==================== design 1
Design 1, supply network:
Bar = 20 um. Pins as bars on the die edge. Tap cells in gray.
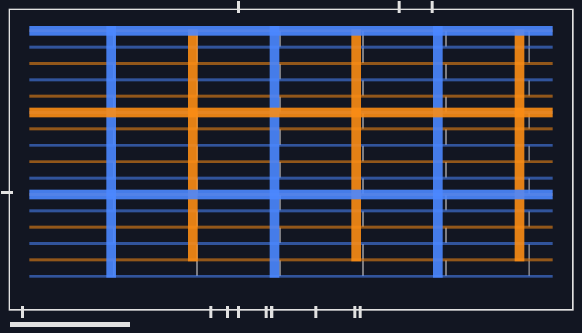
Design 1, placed cells, one color a class:
Bar = 20 um.
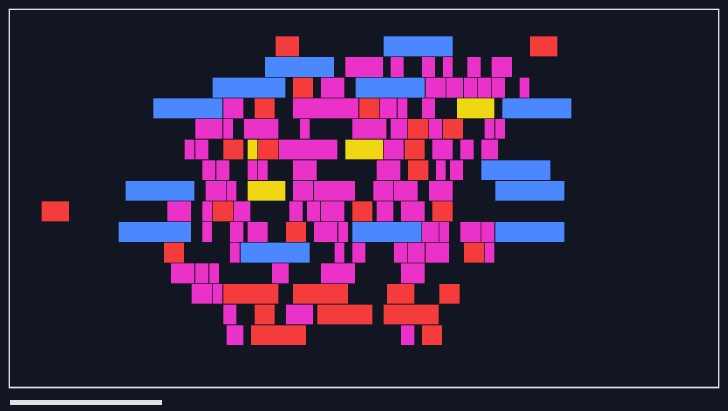
Design 1, clock wires, drivers and flops:
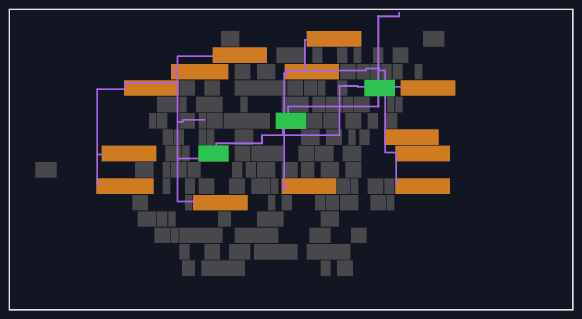
### src/rtl/traffic_pkg.sv
// traffic_pkg
//   Shared definitions for the multi-approach traffic phase controller:
//   lamp codes driven onto the per-way light fields, the phase encodings
//   exposed on the phase output, and a helper that sizes the way index.
package traffic_pkg;

  // Lamp code for one approach, two bits per way on the lights bus.
  typedef enum logic [1:0] {
    RED    = 2'd0,
    YELLOW = 2'd1,
    GREEN  = 2'd2
  } lamp_t;

  // Controller phase.
  typedef enum logic [1:0] {
    GREEN_PH   = 2'd0,
    YELLOW_PH  = 2'd1,
    ALL_RED_PH = 2'd2,
    FLASH_PH   = 2'd3
  } phase_t;

  // Width of a way index: at least one bit, even for two approaches.
  function automatic int way_width(input int n);
    return (n <= 2) ? 1 : $clog2(n);
  endfunction

endpackage

### src/rtl/traffic_rr_select.sv
// traffic_rr_select
//   Combinational round-robin selector. Starting just after cur_way and
//   wrapping around, returns the first way whose request bit is set.
//   Ports:
//     req      in   NUM_WAYS  effective request vector (bit 0 normally tied high)
//     cur_way  in   WAY_W     way that owns (or last owned) green
//     nxt_way  out  WAY_W     next way to serve
module traffic_rr_select #(
  parameter int NUM_WAYS = 2,
  parameter int WAY_W    = 1
) (
  input  logic [NUM_WAYS-1:0] req,
  input  logic [WAY_W-1:0]    cur_way,
  output logic [WAY_W-1:0]    nxt_way
);

  logic [WAY_W-1:0] idx;

  // Walk the offsets from farthest to nearest so the nearest requesting
  // way overwrites the others. The offset NUM_WAYS lands back on cur_way,
  // which covers the case where cur_way is the only requester.
  always_comb begin
    nxt_way = '0;
    idx     = '0;
    for (int k = NUM_WAYS; k >= 1; k--) begin
      idx = WAY_W'((int'(cur_way) + k) % NUM_WAYS);
      if (req[idx]) begin
        nxt_way = idx;
      end
    end
  end

endmodule

### src/rtl/traffic_phase_ctrl.sv
// traffic_phase_ctrl
//   Multi-approach traffic signal controller with round-robin service,
//   minimum/maximum green limits and a flashing-yellow maintenance mode.
//   All durations count ticks of an external time-base strobe.
//   Ports:
//     clk      in   1           clock, rising edge
//     reset_n  in   1           asynchronous active-low reset
//     tick     in   1           time-base strobe; timers advance only when high
//     demand   in   NUM_WAYS    vehicle sensors; bit 0 ignored (home always requests)
//     flash    in   1           maintenance-mode request (level)
//     lights   out  2*NUM_WAYS  lamp code per way, way i at [2i+1:2i]
//     cur_way  out  WAY_W       way owning, or last owning, green
//     phase    out  2           current phase encoding
module traffic_phase_ctrl
  import traffic_pkg::*;
#(
  parameter int NUM_WAYS     = 2,
  parameter int TIMER_W      = 8,
  parameter int MIN_GREEN    = 4,
  parameter int MAX_GREEN    = 16,
  parameter int YELLOW_TIME  = 3,
  parameter int ALL_RED_TIME = 2,
  localparam int WAY_W       = way_width(NUM_WAYS)
) (
  input  logic                  clk,
  input  logic                  reset_n,
  input  logic                  tick,
  input  logic [NUM_WAYS-1:0]   demand,
  input  logic                  flash,
  output logic [2*NUM_WAYS-1:0] lights,
  output logic [WAY_W-1:0]      cur_way,
  output logic [1:0]            phase
);

  localparam int TMAX = (1 << TIMER_W) - 1;

  // Parameter legality, rejected at elaboration.
  if (NUM_WAYS < 2 || NUM_WAYS > 8) begin : g_bad_ways
    $error("traffic_phase_ctrl: NUM_WAYS must be in 2..8");
  end
  if (MIN_GREEN < 1 || MAX_GREEN < MIN_GREEN) begin : g_bad_green
    $error("traffic_phase_ctrl: need 1 <= MIN_GREEN <= MAX_GREEN");
  end
  if (YELLOW_TIME < 1 || ALL_RED_TIME < 1) begin : g_bad_clear
    $error("traffic_phase_ctrl: YELLOW_TIME and ALL_RED_TIME must be >= 1");
  end
  if (MAX_GREEN > TMAX || YELLOW_TIME > TMAX || ALL_RED_TIME > TMAX) begin : g_bad_width
    $error("traffic_phase_ctrl: a duration does not fit in TIMER_W bits");
  end

  localparam logic [TIMER_W:0]   MIN_C   = (TIMER_W+1)'(MIN_GREEN);
  localparam logic [TIMER_W:0]   MAX_C   = (TIMER_W+1)'(MAX_GREEN);
  localparam logic [TIMER_W-1:0] Y_LAST  = TIMER_W'(YELLOW_TIME - 1);
  localparam logic [TIMER_W-1:0] AR_LAST = TIMER_W'(ALL_RED_TIME - 1);

  phase_t               phase_q, phase_d;
  logic [WAY_W-1:0]     way_q, way_d, rr_way;
  logic [TIMER_W-1:0]   timer_q, timer_d;
  logic                 tog_q, tog_d;
  logic                 force_q, force_d;
  logic [NUM_WAYS-1:0]  req;
  logic [TIMER_W:0]     elapsed;
  logic                 side_req, min_met, max_met, green_done;

  // Home way always requests; bit 0 of demand is overridden here.
  assign req      = demand | NUM_WAYS'(1);
  assign side_req = |req[NUM_WAYS-1:1];

  // elapsed is the tick count as it will stand after this edge, so a
  // threshold of N ticks is met on the very edge that delivers tick N.
  assign elapsed = {1'b0, timer_q} + (TIMER_W+1)'(tick);
  assign min_met = (elapsed >= MIN_C);
  assign max_met = (elapsed >= MAX_C);

  // Home leaves green only for a waiting side road; a side road leaves when
  // its car is gone or its maximum is used up. flash overrides MIN_GREEN.
  assign green_done = flash ||
                      (min_met && ((way_q == '0) ? side_req
                                                 : (!req[way_q] || max_met)));

  traffic_rr_select #(
    .NUM_WAYS (NUM_WAYS),
    .WAY_W    (WAY_W)
  ) u_rr (
    .req     (req),
    .cur_way (way_q),
    .nxt_way (rr_way)
  );

  always_ff @(posedge clk or negedge reset_n) begin
    if (!reset_n) begin
      phase_q <= ALL_RED_PH;
      way_q   <= '0;
      timer_q <= '0;
      tog_q   <= 1'b0;
      force_q <= 1'b1;
    end else begin
      phase_q <= phase_d;
      way_q   <= way_d;
      timer_q <= timer_d;
      tog_q   <= tog_d;
      force_q <= force_d;
    end
  end

  always_comb begin
    phase_d = phase_q;
    way_d   = way_q;
    timer_d = timer_q;
    tog_d   = tog_q;
    force_d = force_q;
    unique case (phase_q)
      GREEN_PH: begin
        if (green_done) begin
          phase_d = YELLOW_PH;
          timer_d = '0;
        end else begin
          // Saturate so a long home green cannot wrap the timer.
          timer_d = max_met ? MAX_C[TIMER_W-1:0] : elapsed[TIMER_W-1:0];
        end
      end
      YELLOW_PH: begin
        if (tick && timer_q == Y_LAST) begin
          phase_d = ALL_RED_PH;
          timer_d = '0;
        end else begin
          timer_d = elapsed[TIMER_W-1:0];
        end
      end
      ALL_RED_PH: begin
        if (tick && timer_q == AR_LAST) begin
          timer_d = '0;
          if (flash) begin
            phase_d = FLASH_PH;
            tog_d   = 1'b0;
          end else begin
            // After reset or maintenance, service restarts at the home way.
            phase_d = GREEN_PH;
            way_d   = force_q ? '0 : rr_way;
            force_d = 1'b0;
          end
        end else begin
          timer_d = elapsed[TIMER_W-1:0];
        end
      end
      FLASH_PH: begin
        if (!flash) begin
          phase_d = ALL_RED_PH;
          timer_d = '0;
          tog_d   = 1'b0;
          force_d = 1'b1;
        end else if (tick) begin
          tog_d = ~tog_q;
        end
      end
      default: begin
        phase_d = ALL_RED_PH;
        timer_d = '0;
      end
    endcase
  end

  // Lamp decode uses registers only, so outputs never see input glitches.
  always_comb begin
    lights = '0;
    for (int i = 0; i < NUM_WAYS; i++) begin
      if (phase_q == FLASH_PH) begin
        lights[2*i +: 2] = tog_q ? YELLOW : RED;
      end else if (WAY_W'(i) == way_q) begin
        if (phase_q == GREEN_PH) begin
          lights[2*i +: 2] = GREEN;
        end else if (phase_q == YELLOW_PH) begin
          lights[2*i +: 2] = YELLOW;
        end
      end
    end
  end

  assign phase   = phase_q;
  assign cur_way = way_q;

endmodule

### config.mk
export PLATFORM = sky130hd
export DESIGN_NAME = traffic_phase_ctrl
export DESIGN_NICKNAME = d
export VERILOG_FILES = /design/src/rtl/traffic_pkg.sv /design/src/rtl/traffic_rr_select.sv /design/src/rtl/traffic_phase_ctrl.sv
export SDC_FILE = /design/constraint.sdc
export NUM_CORES = 1
export LEC_CHECK = 0
export CAP_MARGIN = 10
export CORE_ASPECT_RATIO = 0.5
export CORE_MARGIN = 3
export CORE_UTILIZATION = 24
export CTS_CLUSTER_SIZE = 10
export DETAILED_ROUTE_END_ITERATION = 7
export SKIP_LAST_GASP = 1
export SLEW_MARGIN = 25
export SYNTH_ARGS = -nofsm -noshare
export SYNTH_HDL_FRONTEND = slang
export SYNTH_SLANG_ARGS = --single-unit
### constraint.sdc
create_clock -name clk -period 2.2 [get_ports clk]
set_input_delay 0.55 -clock clk [delete_from_list [all_inputs] [get_ports clk]]
set_output_delay 0.55 -clock clk [all_outputs]
set_load 0.05 [all_outputs]
==> results.py <==
# Metrics from the implementation run
metrics = {
    "run_status": {
        "status": "complete, no violations",
    },
    "setup_path": {
        "worst_setup_path_start_kind": "primary input",
        "path_delay_family": "buffers and inverters",
        "rrSetupSlack_ns": 0.19,
        "crit_end": "phase[0]$_DFFE_PN0P_",
        "worst_r2r_path_depth": 5,
        "r2r-start": "timer_q[4]$_DFFE_PN0N_",
    },
    "global_route": {
        "grtUsageTotal": 0.108,
        "overflow": 0,
        "gr-usage-met2": 0.183,
        "antenna_found_initial": 0,
    },
    "routing": {
        "met1Wirelength_mm": 1.06,
        "drt_iter0_drc": 62,
        "totalWireLength_mm": 2.25,
        "met3WireLength_um": 47,
        "drc_errors": 0,
    },
    "clock_tree": {
        "hold_buffers": 0,
        "cts_buffers": 3,
        "cts_sinks": 13,
        "cts.clk_slew.worst_paths_ns": 0.06,
        "clk_latency_ns": 0.25,
    },
    "power": {
        "total_power_mw": 1.55,
        "pg_clk_uw": 222,
    },
    "worst_hold_path": {
        "min_from": "timer_q[5]$_DFFE_PN0N_",
    },
    "logic_synthesis": {
        "mux_share": 0.0109,
        "fa_ha_area_frac": 0.0273,
        "common_cells": "nand2_1 (12), dfrtp_1 (11), a21oi_1 (7), o21ai_0 (7), nand3_1 (6)",
        "synth_area_per_cell_um2": 8.89,
        "synthCells": 103,
    },
    "sta": {
        "fin_crit_sh": 0.966,
        "hold_viol_final": 0,
    },
    "job": {
        "maxCapViolCount": 0,
    },
    "finish": {
        "stdcell_count": 180,
    },
    "placement": {
        "dpl.hpwl_mm": 1.70,
    },
}
Notes on 'supply network' of design 1 above:
[orange] VDD
[blue] VSS
met1 rails: 16
met5 straps: 3
rows: 15
tap cells: 51
worst ir drop on vdd: 0.000369 V
chip height: 49.7 um
die width: 93.4 um

Notes on 'placed cells, one color a class' of design 1 above:
[yellow] clock drivers and dummy loads | cells: 4 | share of their area: 3.7%
[red] remaining buffers and delay cells | cells: 27 | share of their area: 23%
[magenta] remaining logic cells | cells: 85 | share of their area: 47%
[blue] registers | cells: 13 | share of their area: 27%
core area: 3550 um2
sequential cell area share: 0.256
row count: 15

Notes on 'clock wires, drivers and flops' of design 1 above:
[orange] flip-flops | count: 13
[green] clock-net drivers | count: 3
[purple] clock wires | length: 225 um
routed clock nets: 4
Clock power frac: 0.143
skew final: 0.00234 ns

## timing repair
action                     4_1_cts  5_1_grt
pin swaps                        0        1
setup endpoints to repair        9        1
resized                          5        0
## layout make-up
| type | count | area, um2 |
|---|---|---|
| clock buffer | 4 | 45.0 |
| fill | 369 | 2270 |
| timing repair buffer | 27 | 274 |
| inverter | 5 | 18.8 |
| sequential | 13 | 328 |
| multi-input combinational | 80 | 552 |
| tap | 51 | 63.8 |
## flip-flops by register name (all words and copies together) (netlist names)
| register | flops |
|---|---|
| tog_q | 1 |
| force_q | 1 |
| timer_q | 8 |
| cur_way | 1 |
| phase | 2 |

==================== design 2
Design 2, supply network:
Bar = 20 um. Pins as bars on the die edge. Tap cells in gray.
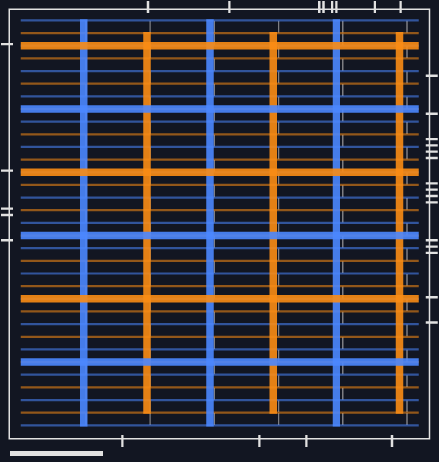
Design 2, placed cells, one color a class:
Bar = 20 um.
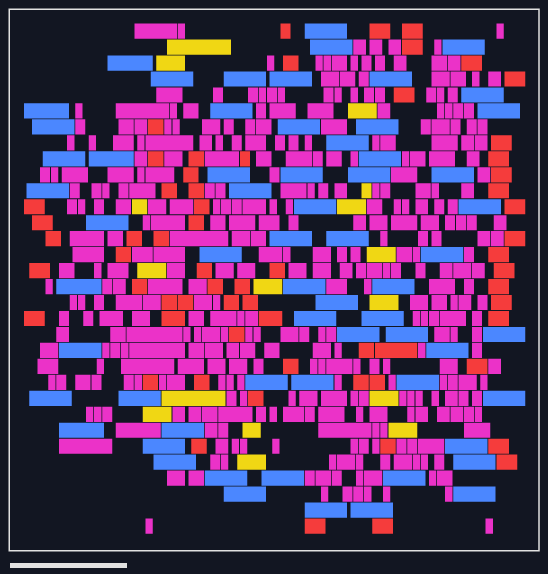
$ cat src/rtl/score_encoder.sv
// score_encoder
// Converts a line-clear event into a one-cycle BCD increment for the
// 4-digit score accumulator. The points are base[lines] * (level+1),
// capped at SAT_MAX. The product is built by repeated addition. It is then
// converted to BCD with a double-dabble shifter that handles one bit per
// cycle.
//
// Ports:
//   clk          clock
//   reset        synchronous, active-high reset
//   clear_valid  line-clear event strobe, sampled only while ready=1
//   lines        number of lines cleared (1..4 accepted, others ignored)
//   level        current game level
//   ready        high while idle; an event can be accepted
//   add_pulse    high for the single cycle score_to_add carries a value
//   score_to_add BCD digits, [0]=ones .. [3]=thousands, bit 4 always 0
module score_encoder #(
  parameter int LEVEL_W = 4,
  parameter int BASE1   = 40,
  parameter int BASE2   = 100,
  parameter int BASE3   = 300,
  parameter int BASE4   = 1200,
  parameter int SAT_MAX = 9999
) (
  input  logic               clk,
  input  logic               reset,
  input  logic               clear_valid,
  input  logic [2:0]         lines,
  input  logic [LEVEL_W-1:0] level,
  output logic               ready,
  output logic               add_pulse,
  output logic [3:0][4:0]    score_to_add
);

  typedef enum logic [1:0] {IDLE, MULT, CONV, EMIT} state_t;

  localparam logic [15:0] SAT_W = 16'(SAT_MAX);

  state_t               state_reg, state_next;
  logic [15:0]          base_reg;
  logic [15:0]          acc_reg;
  logic [LEVEL_W-1:0]   cnt_reg;
  logic [13:0]          bin_reg;
  logic [15:0]          bcd_reg;
  logic [3:0]           bitcnt_reg;

  logic                 event_ok;
  logic [15:0]          base_sel;
  logic [15:0]          acc_sum;
  logic [15:0]          acc_sat;
  logic [15:0]          bcd_adj;

  assign event_ok = clear_valid && (lines >= 3'd1) && (lines <= 3'd4);

  always_comb begin
    base_sel = 16'd0;
    case (lines)
      3'd1:    base_sel = 16'(BASE1);
      3'd2:    base_sel = 16'(BASE2);
      3'd3:    base_sel = 16'(BASE3);
      3'd4:    base_sel = 16'(BASE4);
      default: base_sel = 16'd0;
    endcase
  end

  // acc never exceeds SAT_MAX and base is small, so the 16-bit sum cannot wrap.
  assign acc_sum = acc_reg + base_reg;
  assign acc_sat = (acc_sum > SAT_W) ? SAT_W : acc_sum;

  // Double-dabble correction. Any nibble of 5 or more gets +3 before the
  // shift, so that the shift carries it into the next decade.
  generate
    for (genvar gi = 0; gi < 4; gi++) begin : g_adj
      assign bcd_adj[4*gi +: 4] = (bcd_reg[4*gi +: 4] >= 4'd5) ?
                                  bcd_reg[4*gi +: 4] + 4'd3 :
                                  bcd_reg[4*gi +: 4];
    end
  endgenerate

  // State register
  always_ff @(posedge clk) begin
    if (reset) state_reg <= IDLE;
    else       state_reg <= state_next;
  end

  // Next-state logic
  always_comb begin
    state_next = state_reg;
    case (state_reg)
      IDLE: if (event_ok)             state_next = MULT;
      MULT: if (cnt_reg == '0)        state_next = CONV;
      CONV: if (bitcnt_reg == 4'd0)   state_next = EMIT;
      EMIT:                           state_next = IDLE;
      default:                        state_next = IDLE;
    endcase
  end

  // Datapath registers
  always_ff @(posedge clk) begin
    if (reset) begin
      base_reg   <= '0;
      acc_reg    <= '0;
      cnt_reg    <= '0;
      bin_reg    <= '0;
      bcd_reg    <= '0;
      bitcnt_reg <= '0;
    end else begin
      case (state_reg)
        IDLE: begin
          if (event_ok) begin
            base_reg <= base_sel;
            cnt_reg  <= level;
            acc_reg  <= '0;
          end
        end
        MULT: begin
          acc_reg <= acc_sat;
          if (cnt_reg == '0) begin
            // Take the final sum of this cycle, not the stale acc_reg.
            bin_reg    <= acc_sat[13:0];
            bcd_reg    <= 16'h0000;
            bitcnt_reg <= 4'd13;
          end else begin
            cnt_reg <= cnt_reg - 1'b1;
          end
        end
        CONV: begin
          bcd_reg <= {bcd_adj[14:0], bin_reg[13]};
          bin_reg <= {bin_reg[12:0], 1'b0};
          if (bitcnt_reg != 4'd0) bitcnt_reg <= bitcnt_reg - 1'b1;
        end
        default: ;
      endcase
    end
  end

  // Outputs decode registered state only.
  assign ready     = (state_reg == IDLE);
  assign add_pulse = (state_reg == EMIT);

  generate
    for (genvar gi = 0; gi < 4; gi++) begin : g_out
      assign score_to_add[gi] = (state_reg == EMIT) ?
                                {1'b0, bcd_reg[4*gi +: 4]} : 5'd0;
    end
  endgenerate

endmodule

$ cat config.mk
export PLATFORM = sky130hd
export DESIGN_NAME = score_encoder
export DESIGN_NICKNAME = d
export VERILOG_FILES = /design/src/rtl/score_encoder.sv
export SDC_FILE = /design/constraint.sdc
export NUM_CORES = 1
export LEC_CHECK = 0
export ABC_AREA = 0
export CAP_MARGIN = 20
export CORE_AREA = 2 2 88 90
export DETAILED_ROUTE_END_ITERATION = 8
export DIE_AREA = 0 0 90 92
export PLACE_DENSITY = 0.75
export SLEW_MARGIN = 20
export SYNTH_ARGS = -nofsm -noshare
export SYNTH_HDL_FRONTEND = slang
export SYNTH_SLANG_ARGS = --single-unit
$ cat constraint.sdc
create_clock -name clk -period 2.7 [get_ports clk]
set_input_delay 0.675 -clock clk [delete_from_list [all_inputs] [get_ports clk]]
set_output_delay 0.675 -clock clk [all_outputs]
set_load 0.03 [all_outputs]
==> results.py <==
# Metrics from the implementation run
metrics = {
    "sta": {
        "worst_pin_slew_ns": 0.550,
        "maxSlewViolCount": 0,
        "setup_violations": 4,
        "setup_ws_ns": -0.100,
        "fin_crit_sh": 1.04,
    },
    "power": {
        "p_switching_mw": 1.24,
        "powerSeq_mw": 1.10,
    },
    "run_status": {
        "failed_checks": "setup timing",
        "status": "finished with violations",
    },
    "clock_tree": {
        "cts_sinks": 62,
        "cts.clk_slew.worst_paths_ns": 0.07,
    },
    "global_route": {
        "use_met3": 0.0452,
    },
    "routing": {
        "drt_iter0_drc": 195,
        "met3WireLength_um": 307,
        "wl_met2_mm": 4.43,
        "highest_layer": "met4",
    },
    "floorplanning": {
        "chipArea_um2": 8280,
        "dieHeight_um": 92,
    },
    "finish": {
        "final-comb-area_um2": 2380,
        "logic_gate_count": 341,
        "comb_area_frac": 0.515,
        "num-fill-cells": 653,
    },
    "setup_path": {
        "cp_max_fo": 6,
        "critical_path_required_ns": 2.95,
        "crit_chain": "ha_4 > inv_2 > fa_2 > nand2b_4 > a21oi_4 > buf_4 > a31oi_4 > xor2_2 > a2111oi_4 > o21a_2 > or3_2 > a32o_1",
    },
    "job": {
        "maxCapViolCount": 0,
    },
    "logic_synthesis": {
        "seq_area_frac_synth": 0.340,
    },
    "worst_hold_path": {
        "hold_class": "reg2reg",
    },
    "placement": {
        "dpl.hpwl_mm": 6.01,
    },
}
## Picture notes: 'supply network' of design 2
[blue] VSS
[orange] VDD
tap cells: 102
met5 straps: 6

## Picture notes: 'placed cells, one color a class' of design 2
[yellow] clock drivers and dummy loads | cells: 16 | share of their area: 5.2%
[magenta] remaining logic cells | cells: 364 | share of their area: 55%
[blue] registers | cells: 62 | share of their area: 28%
[red] remaining buffers and delay cells | cells: 63 | share of their area: 12%
row count: 32
sequential cell area share: 0.269

[final timing paths]
path | startpoint | to | slack [ns] | cells past startpoint
setup / recovery | acc_reg[2]$_SDFFE_PP0P_ | bin_reg[0]$_SDFFE_PP0P_ | -0.10 | 12
hold / removal | bin_reg[1]$_SDFFE_PP0P_ | bin_reg[1]$_SDFFE_PP0P_ | 0.46 | 2
setup reg to reg | acc_reg[2]$_SDFFE_PP0P_ | bin_reg[0]$_SDFFE_PP0P_ | -0.10 | 12
hold reg to reg | bin_reg[1]$_SDFFE_PP0P_ | bin_reg[1]$_SDFFE_PP0P_ | 0.46 | 2

==================== design 3
## config.mk

```make
export PLATFORM = sky130hd
export DESIGN_NAME = link_credit_tx
export DESIGN_NICKNAME = d
export VERILOG_FILES = /design/src/rtl/link_credit_tx_pkg.sv /design/src/rtl/sync_fifo.sv /design/src/rtl/link_credit_tx.sv
export SDC_FILE = /design/constraint.sdc
export NUM_CORES = 1
export LEC_CHECK = 0
export CAP_MARGIN = 20
export CORE_MARGIN = 10
export CORE_UTILIZATION = 58
export CTS_CLUSTER_DIAMETER = 80
export DETAILED_ROUTE_END_ITERATION = 8
export GPL_TIMING_DRIVEN = 0
export HOLD_SLACK_MARGIN = 0.02
export PLACE_DENSITY = 0.87
export SYNTH_ARGS = -nofsm -noshare
export SYNTH_HDL_FRONTEND = slang
export SYNTH_SLANG_ARGS = --single-unit
```

## constraint.sdc

```tcl
create_clock -name clk -period 6.8 [get_ports clk]
set_clock_uncertainty 0.2 [all_clocks]
set_input_delay 1.36 -clock clk [delete_from_list [all_inputs] [get_ports clk]]
set_output_delay 1.36 -clock clk [all_outputs]
set_load 0.02 [all_outputs]
```

## src/rtl/link_credit_tx_pkg.sv

```systemverilog
// Shared link types: word type tag and the stored link word.
package link_credit_tx_pkg;

  typedef enum logic {
    EVENT = 1'b0,
    DATA  = 1'b1
  } link_ty_e;

  localparam int LINK_DATA_W = 64;

  typedef struct packed {
    link_ty_e               ty;
    logic [LINK_DATA_W-1:0] data;
  } link_word_t;

endpackage

```

## src/rtl/sync_fifo.sv

```systemverilog
// Single-clock FIFO; pointers carry an extra MSB so full and
// empty are distinguished without a separate counter.
module sync_fifo #(
  parameter int W     = 8,
  parameter int DEPTH = 8
) (
  input  logic                     clk,
  input  logic                     rst,
  input  logic                     push,
  input  logic                     pop,
  input  logic [W-1:0]             din,
  output logic [W-1:0]             head,
  output logic [$clog2(DEPTH):0]   level,
  output logic                     full
);

  localparam int AW = $clog2(DEPTH);
  localparam int LW = AW + 1;

  logic [W-1:0]  mem [DEPTH];
  logic [LW-1:0] wr_ptr;
  logic [LW-1:0] rd_ptr;

  always_ff @(posedge clk) begin
    if (rst) begin
      wr_ptr <= '0;
      rd_ptr <= '0;
    end else begin
      if (push) wr_ptr <= wr_ptr + 1'b1;
      if (pop)  rd_ptr <= rd_ptr + 1'b1;
    end
  end

  always_ff @(posedge clk) begin
    if (push) mem[wr_ptr[AW-1:0]] <= din;
  end

  assign head  = mem[rd_ptr[AW-1:0]];
  assign level = wr_ptr - rd_ptr;
  assign full  = (level == LW'(DEPTH));

endmodule

```

## src/rtl/link_credit_tx.sv

```systemverilog
// Credit-based link transmitter: buffers the muxed stream and
// sends one word per cycle while the receiver has free slots.
module link_credit_tx
  import link_credit_tx_pkg::*;
#(
  parameter int DATA_W       = 32,
  parameter int DEPTH        = 8,
  parameter int INIT_CREDITS = 8
) (
  input  logic                    clk,
  input  logic                    rst,
  input  logic                    in_valid,
  input  link_ty_e                in_ty,
  input  logic [DATA_W-1:0]       in_data,
  output logic                    link_valid,
  output link_ty_e                link_ty,
  output logic [DATA_W-1:0]       link_data,
  input  logic                    credit_return,
  output logic [7:0]              credits,
  output logic [$clog2(DEPTH):0]  level,
  output logic                    overflow,
  output logic                    credit_err
);

  localparam logic [7:0] CMAX = 8'(INIT_CREDITS);

  link_word_t wr_word;
  link_word_t head_word;
  logic       full;
  logic       pop;
  logic       push;
  logic [7:0] credits_nxt;
  logic       unused_head;

  assign pop  = (level != '0) && (credits != 8'd0);
  // A full FIFO still accepts when the head leaves this cycle.
  assign push = in_valid && (!full || pop);

  assign wr_word = '{ty: in_ty, data: LINK_DATA_W'(in_data)};
  assign unused_head = ^head_word.data;

  sync_fifo #(
    .W     ($bits(link_word_t)),
    .DEPTH (DEPTH)
  ) u_fifo (
    .clk   (clk),
    .rst   (rst),
    .push  (push),
    .pop   (pop),
    .din   (wr_word),
    .head  (head_word),
    .level (level),
    .full  (full)
  );

  always_comb begin
    credits_nxt = credits;
    if (pop && !credit_return)
      credits_nxt = credits - 8'd1;
    else if (!pop && credit_return && credits != CMAX)
      credits_nxt = credits + 8'd1;
  end

  always_ff @(posedge clk) begin
    if (rst) begin
      link_valid <= 1'b0;
      link_ty    <= EVENT;
      link_data  <= '0;
      credits    <= CMAX;
      overflow   <= 1'b0;
      credit_err <= 1'b0;
    end else begin
      link_valid <= pop;
      if (pop) begin
        link_ty   <= head_word.ty;
        link_data <= head_word.data[DATA_W-1:0];
      end
      credits <= credits_nxt;
      if (in_valid && full && !pop)
        overflow <= 1'b1;
      if (credit_return && !pop && credits == CMAX)
        credit_err <= 1'b1;
    end
  end

endmodule
```

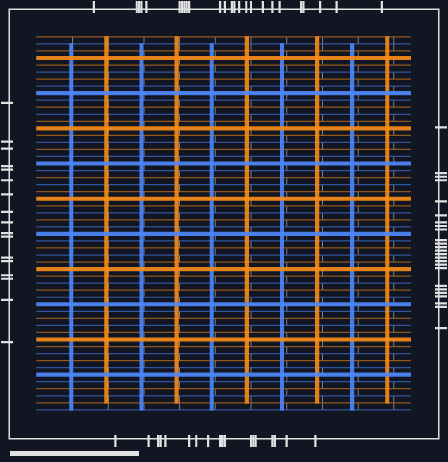
Design 3: supply network
Bar = 50 um. Pins as bars on the die edge. Tap cells in gray.
[orange] VDD
[blue] VSS
tap cells: 275
met1 rails: 54
met5 straps: 10
core area: 20,900 um2
chip height: 165 um
die width: 165 um

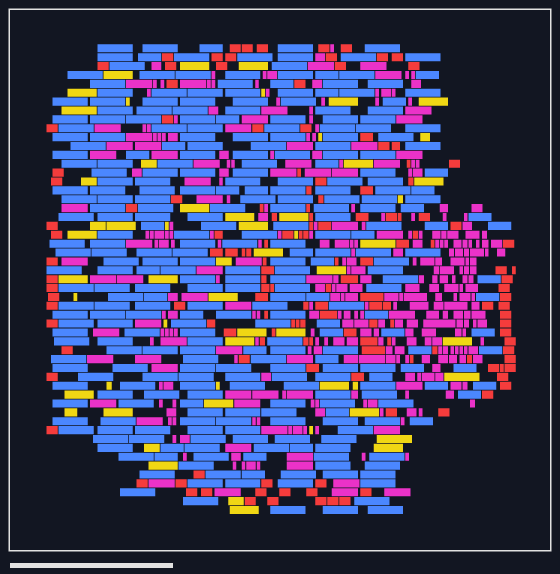
Design 3: placed cells, one color a class
Bar = 50 um.
[blue] registers | cells: 316 | share of their area: 62%
[yellow] clock drivers and dummy loads | cells: 55 | share of their area: 7.2%
[red] remaining buffers and delay cells | cells: 148 | share of their area: 9.0%
[magenta] remaining logic cells | cells: 336 | share of their area: 22%
final core occ: 0.709
fin area: 14,800 um2

==> results.py <==
# Metrics from the implementation run
metrics = {
    "run_status": {
        "status": "complete, no violations",
    },
    "finish": {
        "final-clk-cell-share": 0.0707,
        "num-fill-cells": 1207,
        "seq_area_frac": 0.605,
        "nNonClkInverters": 11,
    },
    "power": {
        "pg_clk_mw": 1.75,
    },
    "clock_tree": {
        "cts_buffers": 30,
        "clockRootBuffer": "clkbuf_16",
        "htreeDepth": 1,
    },
    "worst_hold_path": {
        "min_from": "link_data[2]$_SDFFE_PP0N_",
    },
    "routing": {
        "wl_per_cell_um": 25.4,
        "drc_errors": 0,
    },
    "job": {
        "warnings": 26,
        "maxCapViolCount": 0,
    },
    "sta": {
        "hold_viol_final": 0,
    },
    "logic_synthesis": {
        "top_cell": "edfxtp_1",
        "ys_warn_count": 0,
        "ys.flop_type": "edfxtp_1",
    },
    "global_route": {
        "grt_max_degree": 26,
        "grt_pass1_vias": 7438,
        "gr-max-usage-layer": "met2",
        "antenna_found_initial": 1,
    },
    "setup_path": {
        "crit_type": "reg2out",
    },
    "placement": {
        "place.gp.congestion": 0.822,
    },
}
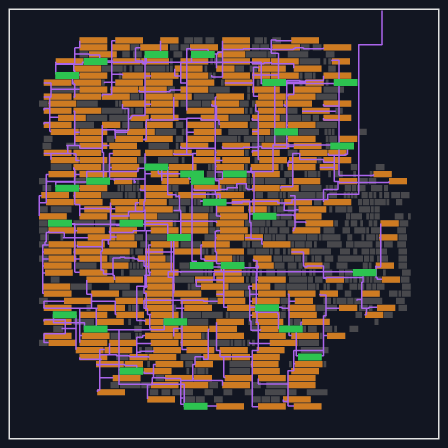
Design 3: clock wires, drivers and flops
[green] clock-net drivers | count: 30
[purple] clock wires | length: 3,310 um
[orange] flip-flops | count: 316
routed clock nets: 31

[tightest hold or removal path, delay by kind of cell, from the launching register on]
kind,cells,cell delay [ns]
AND/OR/NAND/NOR,1,0.09
flip-flops,1,0.31
AND-OR/OR-AND,1,0.05
[state kept, by name, summed over array words and instances (netlist names)]
name / cells
credit_err: 1
credits: 8
link_data: 32
link_ty: 1
link_valid: 1
overflow: 1
u_fifo.mem: 264
u_fifo.rd_ptr: 4
u_fifo.wr_ptr: 4


## Gallery

Metal layers overlaid.
panel A
Bar = 50 um. Only two layers are drawn.
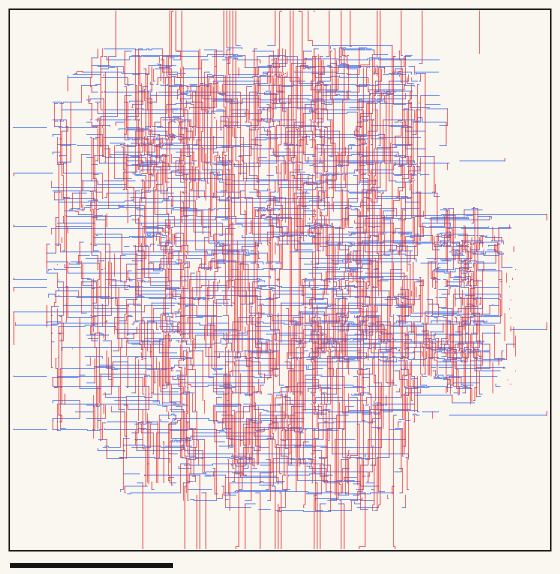
panel B
Bar = 20 um. Only two layers are drawn.
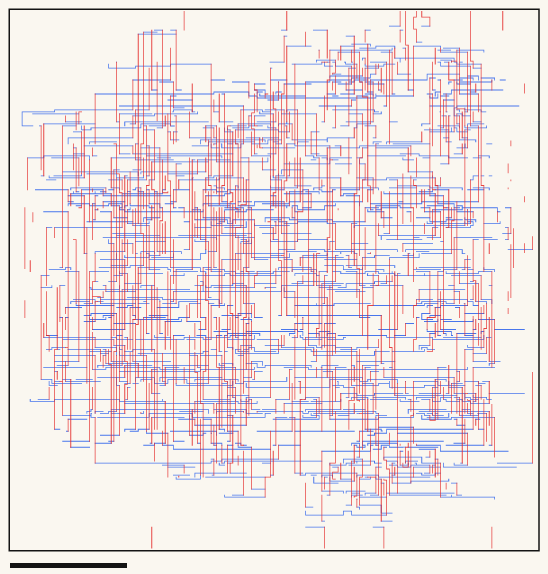
panel C
Bar = 20 um. Only two layers are drawn.
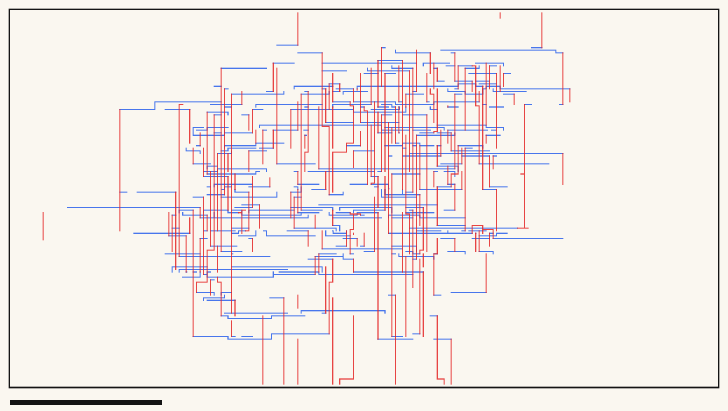
design 1 -> panel C
design 3 -> panel A
design 2 -> panel B
- largest die: panel A
- least wire: panel C

Key to panel C:
[red] M2 | wire length: 1,110 um
[blue] M1 | wire length: 1,060 um

Power and IR drop assume default switching activity.
